######## design 1 ########
Fig. 1: design 1, register map, names as in the netlist
Drawn at 4 px/um. Other sequential cells in the stronger gray, the rest of the logic in the fainter gray.
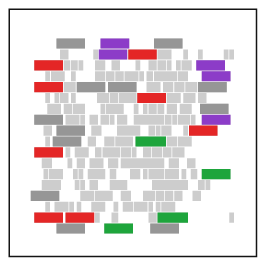
`config.mk`:
```
export PLATFORM = sky130hd
export DESIGN_NAME = int_split_flat
export DESIGN_NICKNAME = d
export VERILOG_FILES = /design/src/rtl/int_split_pkg.sv /design/src/rtl/int_split_if.sv /design/src/rtl/int_split.sv /design/src/flat_wrapper.sv
export SDC_FILE = /design/constraint.sdc
export NUM_CORES = 1
export LEC_CHECK = 0
export CORE_MARGIN = 5
export CORE_UTILIZATION = 55
export DETAILED_ROUTE_END_ITERATION = 8
export DONT_BUFFER_PORTS = 1
export PLACE_DENSITY = 0.7
export SYNTH_ARGS = -nofsm -noshare
export SYNTH_HDL_FRONTEND = slang
export SYNTH_SLANG_ARGS = --single-unit
```
`constraint.sdc`:
```
create_clock -name clk -period 2.9 [get_ports clk]
set_input_delay 0.435 -clock clk [delete_from_list [all_inputs] [get_ports clk]]
set_output_delay 0.435 -clock clk [all_outputs]
set_load 0.02 [all_outputs]
```
`src/rtl/int_split_pkg.sv`:
```
// rtl/int_split_pkg.sv - shared types, defaults and sample arithmetic for int_split
package int_split_pkg;

  localparam int DEF_WIDTH  = 8;
  localparam int DEF_LOG2_N = 4;
  localparam int N          = 1 << DEF_LOG2_N;

  typedef enum logic {
    IDLE = 1'b0,
    EMIT = 1'b1
  } state_t;

  // Sample k of a burst: the quotient, plus one for the first 'rem' samples so the burst sums to the word.
  function automatic logic [31:0] split_sample(input logic [31:0] base,
                                               input logic [31:0] rem,
                                               input logic [31:0] k);
    return base + ((k < rem) ? 32'd1 : 32'd0);
  endfunction

endpackage

```
`src/rtl/int_split_if.sv`:
```
// rtl/int_split_if.sv - word-in / sample-out handshake bundle for int_split
interface int_split_if #(
  parameter int WIDTH = 8
);
  logic             in_valid;
  logic             in_ready;
  logic [WIDTH-1:0] in_data;
  logic             out_valid;
  logic             out_ready;
  logic [WIDTH-1:0] out_data;
  logic             out_last;

  // Source of words and sink of samples
  modport master (
    output in_valid, in_data, out_ready,
    input  in_ready, out_valid, out_data, out_last
  );

  // The splitter itself
  modport slave (
    input  in_valid, in_data, out_ready,
    output in_ready, out_valid, out_data, out_last
  );
endinterface

```
`src/rtl/int_split.sv`:
```
// rtl/int_split.sv - expands each word into a burst of 2**LOG2_N samples summing to the word
module int_split
  import int_split_pkg::*;
#(
  parameter int WIDTH  = DEF_WIDTH,
  parameter int LOG2_N = DEF_LOG2_N
) (
  input  logic       clk,
  input  logic       rst,
  int_split_if.slave s
);

  localparam int BW = WIDTH - LOG2_N;
  localparam logic [LOG2_N-1:0] K_LAST = '1;

  // Active burst and one-entry pending word
  state_t            r_state;
  logic [BW-1:0]     r_base;
  logic [LOG2_N-1:0] r_rem;
  logic [LOG2_N-1:0] r_k;
  logic [WIDTH-1:0]  r_pend_data;
  logic              r_pend_full;

  // Registered outputs
  logic              r_in_ready;
  logic              r_out_valid;
  logic [WIDTH-1:0]  r_out_data;
  logic              r_out_last;

  // Next-state values
  state_t            w_state;
  logic [BW-1:0]     w_base;
  logic [LOG2_N-1:0] w_rem;
  logic [LOG2_N-1:0] w_k;
  logic [WIDTH-1:0]  w_pend_data;
  logic              w_pend_full;
  logic              w_out_fire;
  logic              w_in_fire;
  logic              w_burst_end;
  logic [WIDTH-1:0]  w_sample;

  // Decide where an accepted word goes and how the burst index moves
  always_comb begin
    w_out_fire  = (r_state == EMIT) && s.out_ready;
    w_in_fire   = s.in_valid && r_in_ready;
    w_burst_end = w_out_fire && (r_k == K_LAST);
    w_state     = r_state;
    w_base      = r_base;
    w_rem       = r_rem;
    w_k         = r_k;
    w_pend_data = r_pend_data;
    w_pend_full = r_pend_full;

    case (r_state)
      IDLE: begin
        if (w_in_fire) begin
          w_state = EMIT;
          w_base  = s.in_data[WIDTH-1:LOG2_N];
          w_rem   = s.in_data[LOG2_N-1:0];
          w_k     = '0;
        end
      end
      EMIT: begin
        if (w_burst_end) begin
          // Chain straight into the next burst when a word is waiting or arriving, so there is no bubble
          w_k = '0;
          if (r_pend_full) begin
            w_base      = r_pend_data[WIDTH-1:LOG2_N];
            w_rem       = r_pend_data[LOG2_N-1:0];
            w_pend_full = 1'b0;
          end else if (w_in_fire) begin
            w_base = s.in_data[WIDTH-1:LOG2_N];
            w_rem  = s.in_data[LOG2_N-1:0];
          end else begin
            w_state = IDLE;
          end
        end else begin
          if (w_out_fire) begin
            w_k = r_k + 1'b1;
          end
          if (w_in_fire) begin
            w_pend_data = s.in_data;
            w_pend_full = 1'b1;
          end
        end
      end
      default: w_state = IDLE;
    endcase

    w_sample = WIDTH'(split_sample(32'(w_base), 32'(w_rem), 32'(w_k)));
  end

  // State update; outputs are registered from next-state so they stay put during stalls
  always_ff @(posedge clk) begin
    if (rst) begin
      r_state     <= IDLE;
      r_base      <= '0;
      r_rem       <= '0;
      r_k         <= '0;
      r_pend_data <= '0;
      r_pend_full <= 1'b0;
      r_in_ready  <= 1'b0;
      r_out_valid <= 1'b0;
      r_out_data  <= '0;
      r_out_last  <= 1'b0;
    end else begin
      r_state     <= w_state;
      r_base      <= w_base;
      r_rem       <= w_rem;
      r_k         <= w_k;
      r_pend_data <= w_pend_data;
      r_pend_full <= w_pend_full;
      r_in_ready  <= !w_pend_full;
      r_out_valid <= (w_state == EMIT);
      r_out_data  <= (w_state == EMIT) ? w_sample : '0;
      r_out_last  <= (w_state == EMIT) && (w_k == K_LAST);
    end
  end

  assign s.in_ready  = r_in_ready;
  assign s.out_valid = r_out_valid;
  assign s.out_data  = r_out_data;
  assign s.out_last  = r_out_last;

endmodule
```
`src/flat_wrapper.sv`:
```
// flat-port wrapper written by rule: the top's interface ports become plain ports
module int_split_flat import int_split_pkg::*;
#(
  parameter int WIDTH  = DEF_WIDTH,
  parameter int LOG2_N = DEF_LOG2_N
)
  (clk, rst, s_in_valid, s_in_data, s_out_ready, s_in_ready, s_out_valid, s_out_data, s_out_last);
  int_split_if #(.WIDTH(WIDTH)) s_i ();
  input  logic clk;
  input  logic rst;
  input wire logic [$bits(s_i.in_valid)-1:0] s_in_valid;
  input wire logic [$bits(s_i.in_data)-1:0] s_in_data;
  input wire logic [$bits(s_i.out_ready)-1:0] s_out_ready;
  output wire logic [$bits(s_i.in_ready)-1:0] s_in_ready;
  output wire logic [$bits(s_i.out_valid)-1:0] s_out_valid;
  output wire logic [$bits(s_i.out_data)-1:0] s_out_data;
  output wire logic [$bits(s_i.out_last)-1:0] s_out_last;
  assign s_i.in_valid = s_in_valid;
  assign s_i.in_data = s_in_data;
  assign s_i.out_ready = s_out_ready;
  assign s_in_ready = s_i.in_ready;
  assign s_out_valid = s_i.out_valid;
  assign s_out_data = s_i.out_data;
  assign s_out_last = s_i.out_last;
  int_split #(.WIDTH(WIDTH), .LOG2_N(LOG2_N)) u_core (.clk(clk), .rst(rst), .s(s_i));
endmodule
```
==> results_dict.tcl <==
# collected from the flow reports
set metrics [dict create \
    wire_per_inst_um 17.1 \
    warning_count 26 \
    layout.core_utilization 0.647 \
    worst_clock_skew_ps 12.9 \
    post_cts.repair.setup_buffers 0 \
    cts-htree-levels 2 \
    crit_path_start "u_core.r_k[0]" \
    part_of_the_cycle_the_worst_path_needs 0.929 \
    cts-buffers-inserted 5 \
    layout.nets 186 \
    flop_cell "sky130_fd_sc_hd__dfxtp_1" \
    final_hold_viol_count 0 \
    ys_sh_simple 0.224 \
    floorplan.die.height_um 61.4 \
    largest_net_degree_at_the_start_of_global_routing 24 \
    combAreaFraction 0.520 \
    drt_iter0_markers 55 \
    synth-area-yosys_mm2 0.00146 \
    top_layout_cell "sky130_fd_sc_hd__dfxtp_1" \
    setup.worst_path.start_class "register" \
    yosys_adder_share 0.0516 \
    cts_repair_resize_count 0 \
    timing.hold.worst.start "rst" \
    detailedPlacementHpwl_mm 2.41 \
    post_synth_instance_area_mm2 0.00146 \
    setup_tns_ps 0 \
    status "finished clean" \
]
About Fig. 1:
- u_core.s.out_data: purple (placed flops 5; where north-east)
- u_core.r_k: green (placed flops 4)
- u_core.r_pend_data: red (placed flops 8)
- not colored: 12

==> power breakdown <==
part	leakage (nW)	switching (mW)	internal, mW
Combinational	0.340	0.0648	0.0592
Clock	0.0455	0.139	0.206
Sequential	0.237	0.0260	0.419
==> worst reg2reg max path, stage by stage, from the launching register on <==
cell	delay, ps
sky130_fd_sc_hd__dfxtp_2	390
sky130_fd_sc_hd__ha_4	180
sky130_fd_sc_hd__and4_4	270
sky130_fd_sc_hd__buf_4	150
sky130_fd_sc_hd__o22ai_1	80
sky130_fd_sc_hd__a32o_1	240
sky130_fd_sc_hd__ha_1	310
sky130_fd_sc_hd__nand3_1	80
sky130_fd_sc_hd__a21oi_1	60
sky130_fd_sc_hd__a211oi_2	220
sky130_fd_sc_hd__ha_1	200
sky130_fd_sc_hd__inv_1	40
sky130_fd_sc_hd__a31oi_1	180
sky130_fd_sc_hd__a21bo_1	150
sky130_fd_sc_hd__a21oi_2	50
==> sequential cells by signal, summed over array words and instances (netlist names) <==
signal              cells
u_core.r_pend_data      8
u_core.s.out_data       5
u_core.r_base           4
u_core.r_k              4
u_core.r_rem            4
u_core.r_pend_full      1
u_core.r_state          1
u_core.s.in_ready       1
u_core.s.out_last       1

######## design 2 ########
Fig. 2: design 2, register map, names as in the netlist
Drawn at 3 px/um. Other sequential cells in the stronger gray, the rest of the logic in the fainter gray.
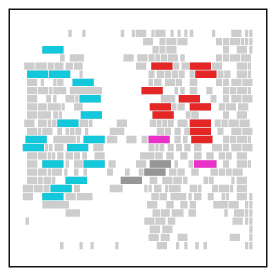
Fig. 3: design 2, routed clock nets over the placement
Drawn at 3 px/um.
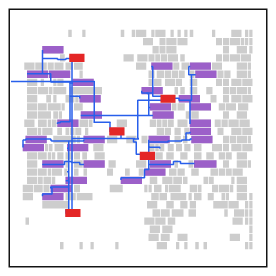
==> config.mk <==
export PLATFORM = sky130hd
export DESIGN_NAME = packet_route_split
export DESIGN_NICKNAME = d
export VERILOG_FILES = /design/src/rtl/packet_route_split_pkg.sv /design/src/rtl/xy_route_decode.sv /design/src/rtl/packet_route_split.sv
export SDC_FILE = /design/constraint.sdc
export NUM_CORES = 1
export LEC_CHECK = 0
export CAP_MARGIN = 0
export CORE_MARGIN = 4
export CORE_UTILIZATION = 35
export CTS_CLUSTER_SIZE = 8
export DETAILED_ROUTE_END_ITERATION = 10
export GPL_ROUTABILITY_DRIVEN = 0
export PLACE_DENSITY = 0.89
export SYNTH_ARGS = -nofsm -noshare
export SYNTH_HDL_FRONTEND = slang
export SYNTH_SLANG_ARGS = --single-unit
==> constraint.sdc <==
create_clock -name CLK -period 2.52 [get_ports CLK]
set_clock_uncertainty 0.1 [all_clocks]
set_input_delay 0.252 -clock CLK [delete_from_list [all_inputs] [get_ports CLK]]
set_output_delay 0.252 -clock CLK [all_outputs]
set_load 0.005 [all_outputs]
==> src/rtl/packet_route_split_pkg.sv <==
// ---------------------------------------------------------------------------
// packet_route_split_pkg
// Shared NoC definitions: flit geometry, output port indices (as the route
// enum), the splitter FSM state type and a helper to pull the destination
// field out of a flit.
// ---------------------------------------------------------------------------
package packet_route_split_pkg;

  localparam int unsigned NUM_PORTS = 5;
  localparam int unsigned FLIT_W    = 11;
  localparam int unsigned DEST_W    = 4;
  localparam int unsigned TOKEN_W   = 3;
  localparam int unsigned PORT_W    = 3;
  localparam int unsigned CNT_W     = 16;

  // Flit layout: {dest[3:0], payload[6:0]}; dest = {x[1:0], y[1:0]}
  localparam int unsigned DEST_MSB  = 10;
  localparam int unsigned DEST_LSB  = 7;

  // Output port indices double as the route decode result
  typedef enum logic [PORT_W-1:0] {
    ROUTE_EAST  = 3'd0,
    ROUTE_WEST  = 3'd1,
    ROUTE_NORTH = 3'd2,
    ROUTE_SOUTH = 3'd3,
    ROUTE_CORE  = 3'd4
  } route_e;

  typedef enum logic {
    ST_EMPTY = 1'b0,
    ST_HOLD  = 1'b1
  } state_e;

  function automatic logic [DEST_W-1:0] flit_dest(input logic [FLIT_W-1:0] flit);
    return flit[DEST_MSB:DEST_LSB];
  endfunction

endpackage

==> src/rtl/xy_route_decode.sv <==
// ---------------------------------------------------------------------------
// xy_route_decode
// Combinational XY route decode: X is resolved first, then Y, otherwise the
// flit is for the local core.
//   MY_ADDR : local node address {x[1:0], y[1:0]}
//   dest    : flit destination {x[1:0], y[1:0]}
//   port    : output port index (route_e encoding)
// ---------------------------------------------------------------------------
module xy_route_decode
  import packet_route_split_pkg::*;
#(
  parameter logic [3:0] MY_ADDR = 4'b0000
) (
  input  logic [DEST_W-1:0] dest,
  output logic [PORT_W-1:0] port
);

  // Priority decode, first matching rule wins
  always_comb begin
    port = ROUTE_CORE;
    if (dest[3:2] > MY_ADDR[3:2]) begin
      port = ROUTE_EAST;
    end else if (dest[3:2] < MY_ADDR[3:2]) begin
      port = ROUTE_WEST;
    end else if (dest[1:0] > MY_ADDR[1:0]) begin
      port = ROUTE_NORTH;
    end else if (dest[1:0] < MY_ADDR[1:0]) begin
      port = ROUTE_SOUTH;
    end else begin
      port = ROUTE_CORE;
    end
  end

endmodule

==> src/rtl/packet_route_split.sv <==
// ---------------------------------------------------------------------------
// packet_route_split
// Accepts one flit, routes it XY to one of five ports and delivers it there
// as two independent handshakes: the flit itself on out_* and an arbiter
// token (SRC_ID) on ctl_*. The held slot frees the cycle both have gone,
// and a new flit may be accepted in that same cycle (bypass).
//   CLK, RESET             : clock, synchronous active-high reset
//   in_data/valid/ready    : flit input
//   out_data/valid/ready   : per-port flit output (0=E 1=W 2=N 3=S 4=core)
//   ctl_data/valid/ready   : per-port arbiter token output
//   pkt_count              : flits fully delivered (wraps)
// ---------------------------------------------------------------------------
module packet_route_split
  import packet_route_split_pkg::*;
#(
  parameter logic [3:0] MY_ADDR = 4'b0000,
  parameter logic [2:0] SRC_ID  = 3'b000
) (
  input  logic                                  CLK,
  input  logic                                  RESET,
  input  logic [FLIT_W-1:0]                     in_data,
  input  logic                                  in_valid,
  output logic                                  in_ready,
  output logic [NUM_PORTS-1:0][FLIT_W-1:0]      out_data,
  output logic [NUM_PORTS-1:0]                  out_valid,
  input  logic [NUM_PORTS-1:0]                  out_ready,
  output logic [NUM_PORTS-1:0][TOKEN_W-1:0]     ctl_data,
  output logic [NUM_PORTS-1:0]                  ctl_valid,
  input  logic [NUM_PORTS-1:0]                  ctl_ready,
  output logic [CNT_W-1:0]                      pkt_count
);

  state_e                              state_q, state_d;
  logic [FLIT_W-1:0]                   flit_q, flit_d;
  logic [PORT_W-1:0]                   port_q, port_d;
  logic                                data_sent_q, data_sent_d;
  logic                                ctl_sent_q, ctl_sent_d;
  logic [CNT_W-1:0]                    pkt_count_q, pkt_count_d;

  logic [PORT_W-1:0]                   route_s;
  logic                                hold_s;
  logic                                data_hs_s, ctl_hs_s;
  logic                                data_done_s, ctl_done_s;
  logic                                done_s, accept_s, in_ready_s;
  logic [NUM_PORTS-1:0]                out_valid_s, ctl_valid_s;
  logic [NUM_PORTS-1:0][FLIT_W-1:0]    out_data_s;
  logic [NUM_PORTS-1:0][TOKEN_W-1:0]   ctl_data_s;

  xy_route_decode #(.MY_ADDR(MY_ADDR)) u_route (
    .dest (flit_dest(in_data)),
    .port (route_s)
  );

  // Per-port outputs: only the routed port carries anything while holding
  always_comb begin
    hold_s      = (state_q == ST_HOLD);
    out_valid_s = '0;
    ctl_valid_s = '0;
    out_data_s  = '0;
    ctl_data_s  = '0;
    for (int p = 0; p < NUM_PORTS; p++) begin
      if (hold_s && (port_q == PORT_W'(p))) begin
        out_valid_s[p] = ~data_sent_q;
        ctl_valid_s[p] = ~ctl_sent_q;
        out_data_s[p]  = flit_q;
        ctl_data_s[p]  = SRC_ID;
      end else begin
        out_valid_s[p] = 1'b0;
        ctl_valid_s[p] = 1'b0;
        out_data_s[p]  = '0;
        ctl_data_s[p]  = '0;
      end
    end
    // Masking with the valids makes readys on other ports irrelevant
    data_hs_s   = |(out_valid_s & out_ready);
    ctl_hs_s    = |(ctl_valid_s & ctl_ready);
    data_done_s = data_sent_q | data_hs_s;
    ctl_done_s  = ctl_sent_q | ctl_hs_s;
    done_s      = hold_s & data_done_s & ctl_done_s;
    in_ready_s  = ~RESET & (~hold_s | done_s);
    accept_s    = in_valid & in_ready_s;
  end

  // Next-state and datapath update
  always_comb begin
    state_d     = state_q;
    flit_d      = flit_q;
    port_d      = port_q;
    data_sent_d = data_sent_q;
    ctl_sent_d  = ctl_sent_q;
    pkt_count_d = pkt_count_q + {15'd0, done_s};

    case (state_q)
      ST_EMPTY: begin
        if (accept_s) begin
          state_d = ST_HOLD;
        end else begin
          state_d = ST_EMPTY;
        end
      end
      ST_HOLD: begin
        if (done_s && !accept_s) begin
          state_d = ST_EMPTY;
        end else begin
          state_d = ST_HOLD;
        end
      end
      default: state_d = ST_EMPTY;
    endcase

    if (accept_s) begin
      flit_d      = in_data;
      port_d      = route_s;
      data_sent_d = 1'b0;
      ctl_sent_d  = 1'b0;
    end else if (done_s) begin
      data_sent_d = 1'b0;
      ctl_sent_d  = 1'b0;
    end else if (hold_s) begin
      data_sent_d = data_done_s;
      ctl_sent_d  = ctl_done_s;
    end else begin
      data_sent_d = data_sent_q;
      ctl_sent_d  = ctl_sent_q;
    end
  end

  // State registers with synchronous reset
  always_ff @(posedge CLK) begin
    if (RESET) begin
      state_q     <= ST_EMPTY;
      flit_q      <= '0;
      port_q      <= '0;
      data_sent_q <= 1'b0;
      ctl_sent_q  <= 1'b0;
      pkt_count_q <= '0;
    end else begin
      state_q     <= state_d;
      flit_q      <= flit_d;
      port_q      <= port_d;
      data_sent_q <= data_sent_d;
      ctl_sent_q  <= ctl_sent_d;
      pkt_count_q <= pkt_count_d;
    end
  end

  assign in_ready  = in_ready_s;
  assign out_valid = out_valid_s;
  assign ctl_valid = ctl_valid_s;
  assign out_data  = out_data_s;
  assign ctl_data  = ctl_data_s;
  assign pkt_count = pkt_count_q;

endmodule

==> results_dict.tcl <==
# collected from the flow reports
set metrics [dict create \
    tightest_slew_ps 633 \
    power.share.switching 0.254 \
    number_of_cell_instances_after_yosys_synthesis 258 \
    share_clk_of_total_power 0.405 \
    cts-buffers-inserted 5 \
    critPathMaxStageDelay_ps 420 \
    pwr-share-comb 0.151 \
    critical_path.reg2reg.endpoint "pkt_count[14]" \
    critical_path_cell_count 9 \
    combGateArea_mm2 0.00122 \
    final_cell_area_mm2 0.00298 \
    register_area_um2 642 \
    dominant-cell-class "logic gates" \
    clock-sinks 32 \
    status "finished clean" \
]
## Picture notes: Fig. 2
- port_q: magenta (placed flops 2)
- pkt_count: cyan (placed flops 16; where west)
- flit_q: red (placed flops 11)
- not colored: 3

## Picture notes: Fig. 3
- flip-flops: purple (count 32)
- clock drivers: red (count 5)
- clock wires: blue (length 448 um)
- routed clock nets: 6

## sequential cells by signal, summed over array words and instances (netlist names)
register,count
pkt_count,16
port_q,2
flit_q,11
hold_s,1
data_sent_q,1
ctl_sent_q,1
## Yosys cell counts (3+ instances only)
cell type	instances
sky130_fd_sc_hd__and3_1	11
sky130_fd_sc_hd__xnor2_1	9
sky130_fd_sc_hd__nor2_1	21
sky130_fd_sc_hd__nand4_1	14
sky130_fd_sc_hd__a21oi_1	15
sky130_fd_sc_hd__and2_1	22
sky130_fd_sc_hd__nor4_1	7
sky130_fd_sc_hd__nor3_1	7
sky130_fd_sc_hd__dfxtp_1	32
sky130_fd_sc_hd__o31ai_1	13
sky130_fd_sc_hd__clkbuf_1	11
sky130_fd_sc_hd__inv_1	8
sky130_fd_sc_hd__nor2b_1	4
sky130_fd_sc_hd__nand2_1	5
sky130_fd_sc_hd__buf_4	45
sky130_fd_sc_hd__nand3_1	3
## metal layers
| metal | vias up | share of wire |
|---|---|---|
| met2 | 94 | 0.46 |
| met3 | 7 | 0.12 |
| met4 | 0 | 0.013 |
| met1 | 920 | 0.41 |
| li1 | 983 | - |
| met5 | - | 0 |

######## design 3 ########
### src/rtl/osg_cfg_pkg.sv
// Shared constants, state encoding and address helpers for the channel-configuration bank.
package osg_cfg_pkg;

    localparam int BYTES_PER_CH = 7;

    // Byte offsets within one channel's 7-byte window
    localparam logic [2:0] OFF_PL_H    = 3'd0;
    localparam logic [2:0] OFF_PL_L    = 3'd1;
    localparam logic [2:0] OFF_MULT_PL = 3'd2;
    localparam logic [2:0] OFF_DL_H    = 3'd3;
    localparam logic [2:0] OFF_DL_L    = 3'd4;
    localparam logic [2:0] OFF_MULT_DL = 3'd5;
    localparam logic [2:0] OFF_TYPE    = 3'd6;

    localparam logic [7:0] CMD_APPLY_START = 8'hFF;
    localparam logic [7:0] CMD_APPLY       = 8'hA5;
    localparam logic [7:0] CMD_CLR_ERR     = 8'h5A;

    typedef enum logic [1:0] {
        IDLE  = 2'd0,
        APPLY = 2'd1,
        START = 2'd2
    } cfg_state_t;

    // First byte address of channel ch; address 0 is the command register.
    function automatic logic [8:0] ch_base(input int ch);
        return 9'(1 + BYTES_PER_CH * ch);
    endfunction

endpackage

### src/rtl/chan_cfg_slot.sv
// One channel's shadow and active configuration registers, with local decode of
// its 7-byte address window for writes and readback.
module chan_cfg_slot
    import osg_cfg_pkg::*;
#(
    parameter int CH     = 0,
    parameter int MULT_W = 5,
    parameter int TYPE_W = 4
) (
    input  logic              clk_RAM,
    input  logic              rst_n,
    input  logic              wr_en,
    input  logic [7:0]        wr_addr,
    input  logic [7:0]        wr_data,
    input  logic [7:0]        rd_addr,
    input  logic              apply,
    output logic [7:0]        rd_byte,
    output logic [15:0]       pl_drt,
    output logic [15:0]       dl_del,
    output logic [MULT_W-1:0] mult_pl,
    output logic [MULT_W-1:0] mult_dl,
    output logic [TYPE_W-1:0] type_start
);

    localparam logic [8:0] BASE = ch_base(CH);

    logic [8:0]        wr_off;
    logic [8:0]        rd_off;
    logic              wr_hit;
    logic              rd_hit;
    logic [15:0]       sh_pl;
    logic [15:0]       sh_dl;
    logic [MULT_W-1:0] sh_mpl;
    logic [MULT_W-1:0] sh_mdl;
    logic [TYPE_W-1:0] sh_type;

    // Addresses below BASE wrap to large offsets, so a single compare bounds the window.
    assign wr_off = {1'b0, wr_addr} - BASE;
    assign rd_off = {1'b0, rd_addr} - BASE;
    assign wr_hit = wr_en && (wr_off < 9'(BYTES_PER_CH));
    assign rd_hit = rd_off < 9'(BYTES_PER_CH);

    // NOTE: every field is a plain flop on the async reset, so the bank reads back 0 with no init pass.
    always_ff @(posedge clk_RAM or negedge rst_n) begin
        if (!rst_n) begin
            sh_pl   <= '0;
            sh_dl   <= '0;
            sh_mpl  <= '0;
            sh_mdl  <= '0;
            sh_type <= '0;
        end else if (wr_hit) begin
            case (wr_off[2:0])
                OFF_PL_H:    sh_pl[15:8] <= wr_data;
                OFF_PL_L:    sh_pl[7:0]  <= wr_data;
                OFF_MULT_PL: sh_mpl      <= wr_data[MULT_W-1:0];
                OFF_DL_H:    sh_dl[15:8] <= wr_data;
                OFF_DL_L:    sh_dl[7:0]  <= wr_data;
                OFF_MULT_DL: sh_mdl      <= wr_data[MULT_W-1:0];
                OFF_TYPE:    sh_type     <= wr_data[TYPE_W-1:0];
                default:     ;
            endcase
        end
    end

    // NOTE: non-blocking assignment makes a shadow write on the apply edge miss this copy.
    always_ff @(posedge clk_RAM or negedge rst_n) begin
        if (!rst_n) begin
            pl_drt     <= '0;
            dl_del     <= '0;
            mult_pl    <= '0;
            mult_dl    <= '0;
            type_start <= '0;
        end else if (apply) begin
            pl_drt     <= sh_pl;
            dl_del     <= sh_dl;
            mult_pl    <= sh_mpl;
            mult_dl    <= sh_mdl;
            type_start <= sh_type;
        end
    end

    always_comb begin
        // NOTE: default first so the partial decode below cannot infer a latch.
        rd_byte = '0;
        if (rd_hit) begin
            case (rd_off[2:0])
                OFF_PL_H:    rd_byte = sh_pl[15:8];
                OFF_PL_L:    rd_byte = sh_pl[7:0];
                OFF_MULT_PL: rd_byte = 8'(sh_mpl);
                OFF_DL_H:    rd_byte = sh_dl[15:8];
                OFF_DL_L:    rd_byte = sh_dl[7:0];
                OFF_MULT_DL: rd_byte = 8'(sh_mdl);
                OFF_TYPE:    rd_byte = 8'(sh_type);
                default:     rd_byte = '0;
            endcase
        end
    end

endmodule

### src/rtl/chan_cfg_bank.sv
// Channel-configuration register bank: shadow/active slots per channel, command
// decode, apply/start sequencing, readback mux and sticky error flags.
module chan_cfg_bank
    import osg_cfg_pkg::*;
#(
    parameter int NUM_CH = 16,
    parameter int MULT_W = 5,
    parameter int TYPE_W = 4
) (
    input  logic                     clk_RAM,
    input  logic                     rst_n,
    input  logic                     wr_en,
    input  logic [7:0]               wr_addr,
    input  logic [7:0]               wr_data,
    input  logic [7:0]               rd_addr,
    output logic [7:0]               rd_data,
    output logic [NUM_CH*16-1:0]     pl_drt,
    output logic [NUM_CH*16-1:0]     dl_del,
    output logic [NUM_CH*MULT_W-1:0] mult_pl,
    output logic [NUM_CH*MULT_W-1:0] mult_dl,
    output logic [NUM_CH*TYPE_W-1:0] type_start,
    output logic                     cfg_upd,
    output logic                     pc_start,
    output logic                     busy,
    output logic [1:0]               err
);

    localparam logic [8:0] MAP_END = ch_base(NUM_CH);

    cfg_state_t state;
    cfg_state_t state_nxt;
    logic       start_req;
    logic       cmd_wr;
    logic       is_apply;
    logic       clr_err;
    logic       accept;
    logic       apply_now;
    logic       cfg_upd_nxt;
    logic       pc_start_nxt;
    logic [1:0] err_set;
    logic [7:0] rd_bytes [NUM_CH];
    logic [7:0] rd_mux;

    assign cmd_wr     = wr_en && (wr_addr == 8'h00);
    assign is_apply   = cmd_wr && ((wr_data == CMD_APPLY_START) || (wr_data == CMD_APPLY));
    assign clr_err    = cmd_wr && (wr_data == CMD_CLR_ERR);
    assign accept     = is_apply && (state == IDLE);
    assign apply_now  = (state == APPLY);
    assign busy       = (state != IDLE);
    assign err_set[0] = wr_en && ({1'b0, wr_addr} >= MAP_END);
    // Any command that is neither a clear nor an accepted apply is unknown or dropped.
    assign err_set[1] = cmd_wr && !clr_err && !accept;

    always_comb begin
        state_nxt    = state;
        cfg_upd_nxt  = 1'b0;
        pc_start_nxt = 1'b0;
        case (state)
            IDLE:    if (accept) state_nxt = APPLY;
            APPLY: begin
                cfg_upd_nxt = 1'b1;
                state_nxt   = start_req ? START : IDLE;
            end
            START: begin
                pc_start_nxt = 1'b1;
                state_nxt    = IDLE;
            end
            default: state_nxt = IDLE;
        endcase
    end

    always_ff @(posedge clk_RAM or negedge rst_n) begin
        if (!rst_n) begin
            state     <= IDLE;
            start_req <= 1'b0;
            cfg_upd   <= 1'b0;
            pc_start  <= 1'b0;
            err       <= '0;
            rd_data   <= '0;
        end else begin
            state    <= state_nxt;
            cfg_upd  <= cfg_upd_nxt;
            pc_start <= pc_start_nxt;
            if (accept) start_req <= (wr_data == CMD_APPLY_START);
            if (clr_err) err <= '0;
            else         err <= err | err_set;
            rd_data <= (rd_addr == 8'h00) ? {6'b0, state} : rd_mux;
        end
    end

    // Slots drive zero outside their window, so an OR is enough to merge readback.
    always_comb begin
        rd_mux = '0;
        for (int n = 0; n < NUM_CH; n++) rd_mux |= rd_bytes[n];
    end

    for (genvar n = 0; n < NUM_CH; n++) begin : g_ch
        chan_cfg_slot #(
            .CH     (n),
            .MULT_W (MULT_W),
            .TYPE_W (TYPE_W)
        ) u_slot (
            .clk_RAM    (clk_RAM),
            .rst_n      (rst_n),
            .wr_en      (wr_en),
            .wr_addr    (wr_addr),
            .wr_data    (wr_data),
            .rd_addr    (rd_addr),
            .apply      (apply_now),
            .rd_byte    (rd_bytes[n]),
            .pl_drt     (pl_drt[16*n +: 16]),
            .dl_del     (dl_del[16*n +: 16]),
            .mult_pl    (mult_pl[MULT_W*n +: MULT_W]),
            .mult_dl    (mult_dl[MULT_W*n +: MULT_W]),
            .type_start (type_start[TYPE_W*n +: TYPE_W])
        );
    end

endmodule

### config.mk
export PLATFORM = sky130hd
export DESIGN_NAME = chan_cfg_bank
export DESIGN_NICKNAME = d
export VERILOG_FILES = /design/src/rtl/osg_cfg_pkg.sv /design/src/rtl/chan_cfg_slot.sv /design/src/rtl/chan_cfg_bank.sv
export SDC_FILE = /design/constraint.sdc
export NUM_CORES = 2
export LEC_CHECK = 0
export CAP_MARGIN = 20
export CORE_AREA = 10 10 418 420
export DETAILED_ROUTE_END_ITERATION = 8
export DIE_AREA = 0 0 428 430
export HOLD_SLACK_MARGIN = 0.08
export MAX_ROUTING_LAYER = met4
export SETUP_SLACK_MARGIN = 0.3
export SLEW_MARGIN = 20
export SYNTH_ARGS = -nofsm -noshare
export SYNTH_HDL_FRONTEND = slang
export SYNTH_HIERARCHICAL = 1
export SYNTH_SLANG_ARGS = --single-unit
### constraint.sdc
create_clock -name clk_RAM -period 5.85 [get_ports clk_RAM]
set_clock_uncertainty 0.1 [all_clocks]
set_input_delay 1.4625 -clock clk_RAM [delete_from_list [all_inputs] [get_ports clk_RAM]]
set_output_delay 1.4625 -clock clk_RAM [all_outputs]
set_load 0.01 [all_outputs]
Fig. 4: design 3, register map, names as in the netlist
Drawn at 1 px/um. Other sequential cells in the stronger gray, the rest of the logic in the fainter gray.
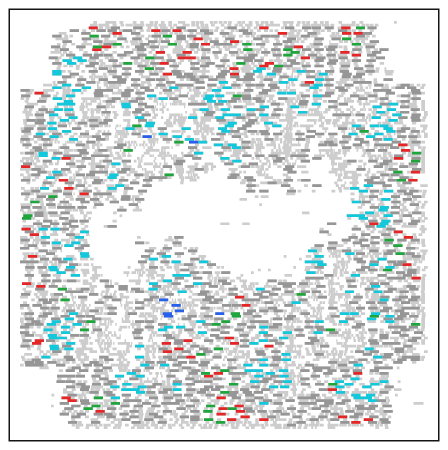
- g_ch.u_slot/type_start: green (placed flops 64; where all over the die)
- g_ch.u_slot/sh_pl: cyan (placed flops 256; where all over the die)
- rd_data: blue (placed flops 8)
- g_ch.u_slot/mult_dl: red (placed flops 80; where all over the die)
- not colored: 1079

[power by group through the flow]
stage                     logic, mW  clock network [mW]  registers, mW
final                          1.45                10.6           10.9
after global routing           1.57                11.3           10.9
after CTS                      1.45                10.8           10.9
after detailed placement       1.45                   0           11.1
after global placement         1.42                   0           11.1
after floorplan               0.727                   0           10.9
[critical path: cells and delay by family]
family | cells | cell delay [ps]
AOI/OAI and AO/OA | 3 | 280
adders and majority gates | 1 | 510
buffers and inverters | 5 | 1500
and+or+nand+nor | 4 | 1360
[metrics by stage]
stage               TNS, ps  worst slack (ps)  utilization
detailed placement        0               353        0.463
CTS                       0              1200        0.496
floorplan                 0              1700            -
global route              0              1060        0.497
global placement       -691              -239        0.463
finish                    0              1240        0.497
[flip-flops by register name, indices dropped and copies added (netlist names), 2 cells and up]
signal,count
g_ch.u_slot/dl_del,256
g_ch.u_slot/pl_drt,256
g_ch.u_slot/sh_dl,256
g_ch.u_slot/sh_pl,256
g_ch.u_slot/mult_dl,80
g_ch.u_slot/mult_pl,80
g_ch.u_slot/sh_mdl,80
g_ch.u_slot/sh_mpl,80
g_ch.u_slot/sh_type,64
g_ch.u_slot/type_start,64
rd_data,8
err,2
state,2
==> results_dict.tcl <==
# collected from the flow reports
set metrics [dict create \
    combAreaFraction 0.339 \
    status "finished clean" \
    globalRouteOverflowTotal 0 \
    power_leakage_nw 38.9 \
    buf_share 0.107 \
    clk_latency_ps 820 \
    worst_ir_drop_vdd_v 0.000319 \
    rrSetupSlack_ps 2980 \
    non_clock_inverter_count 73 \
    seq_share 0.451 \
    slew-limit-headroom 0.157 \
    dieArea_mm2 0.184 \
    dieWidth_um 428 \
    fillerInstances 14600 \
    setup_viol 0 \
    dominant-cell-class "sequential cells" \
    crit_path_start "rd_addr[1]" \
    num_tap_cells 2204 \
    synth_cell_types 120 \
    tightest_slew_ps 1250 \
    wire_per_inst_um 30.3 \
    warning_count 132 \
    setup.worst_path.start_class "input port" \
    post-layout-total-power_mw 22.9 \
    diodes_inserted 2 \
    edf_count 0 \
    first_global_vias 45200 \
    flops 1487 \
    seq_power_share 0.474 \
    finalWorstPathRequiredPeriod_ps 4610 \
]


==> gallery <==
Placed standard cells.
shot_01.png
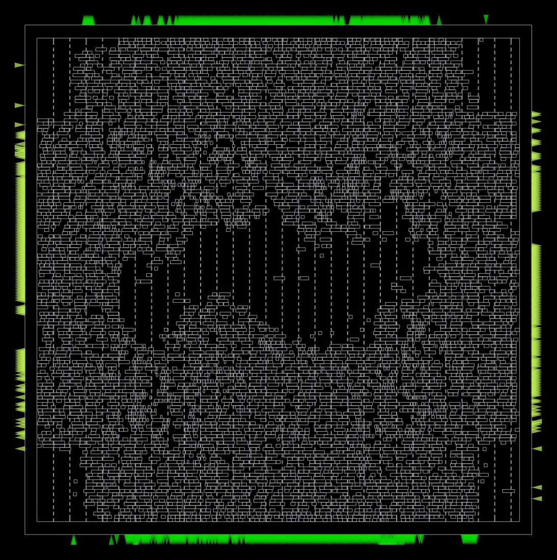
shot_02.png
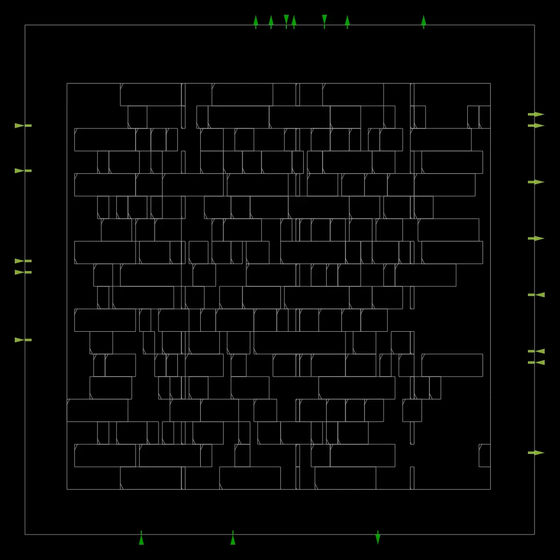
shot_03.png
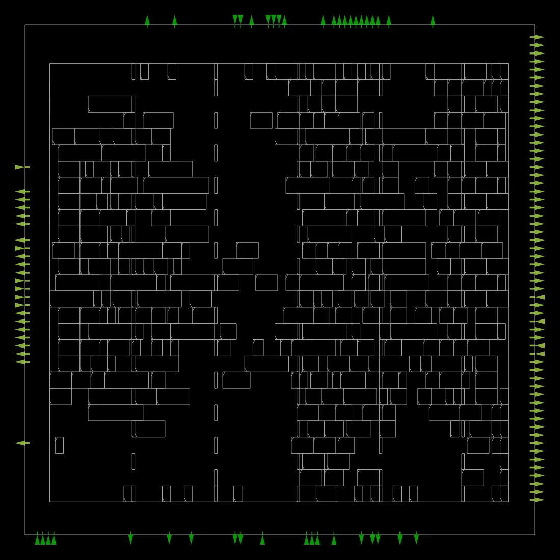
- shot_01.png = design 3
- shot_03.png = design 2
- shot_02.png = design 1

Power and IR drop assume default switching activity.
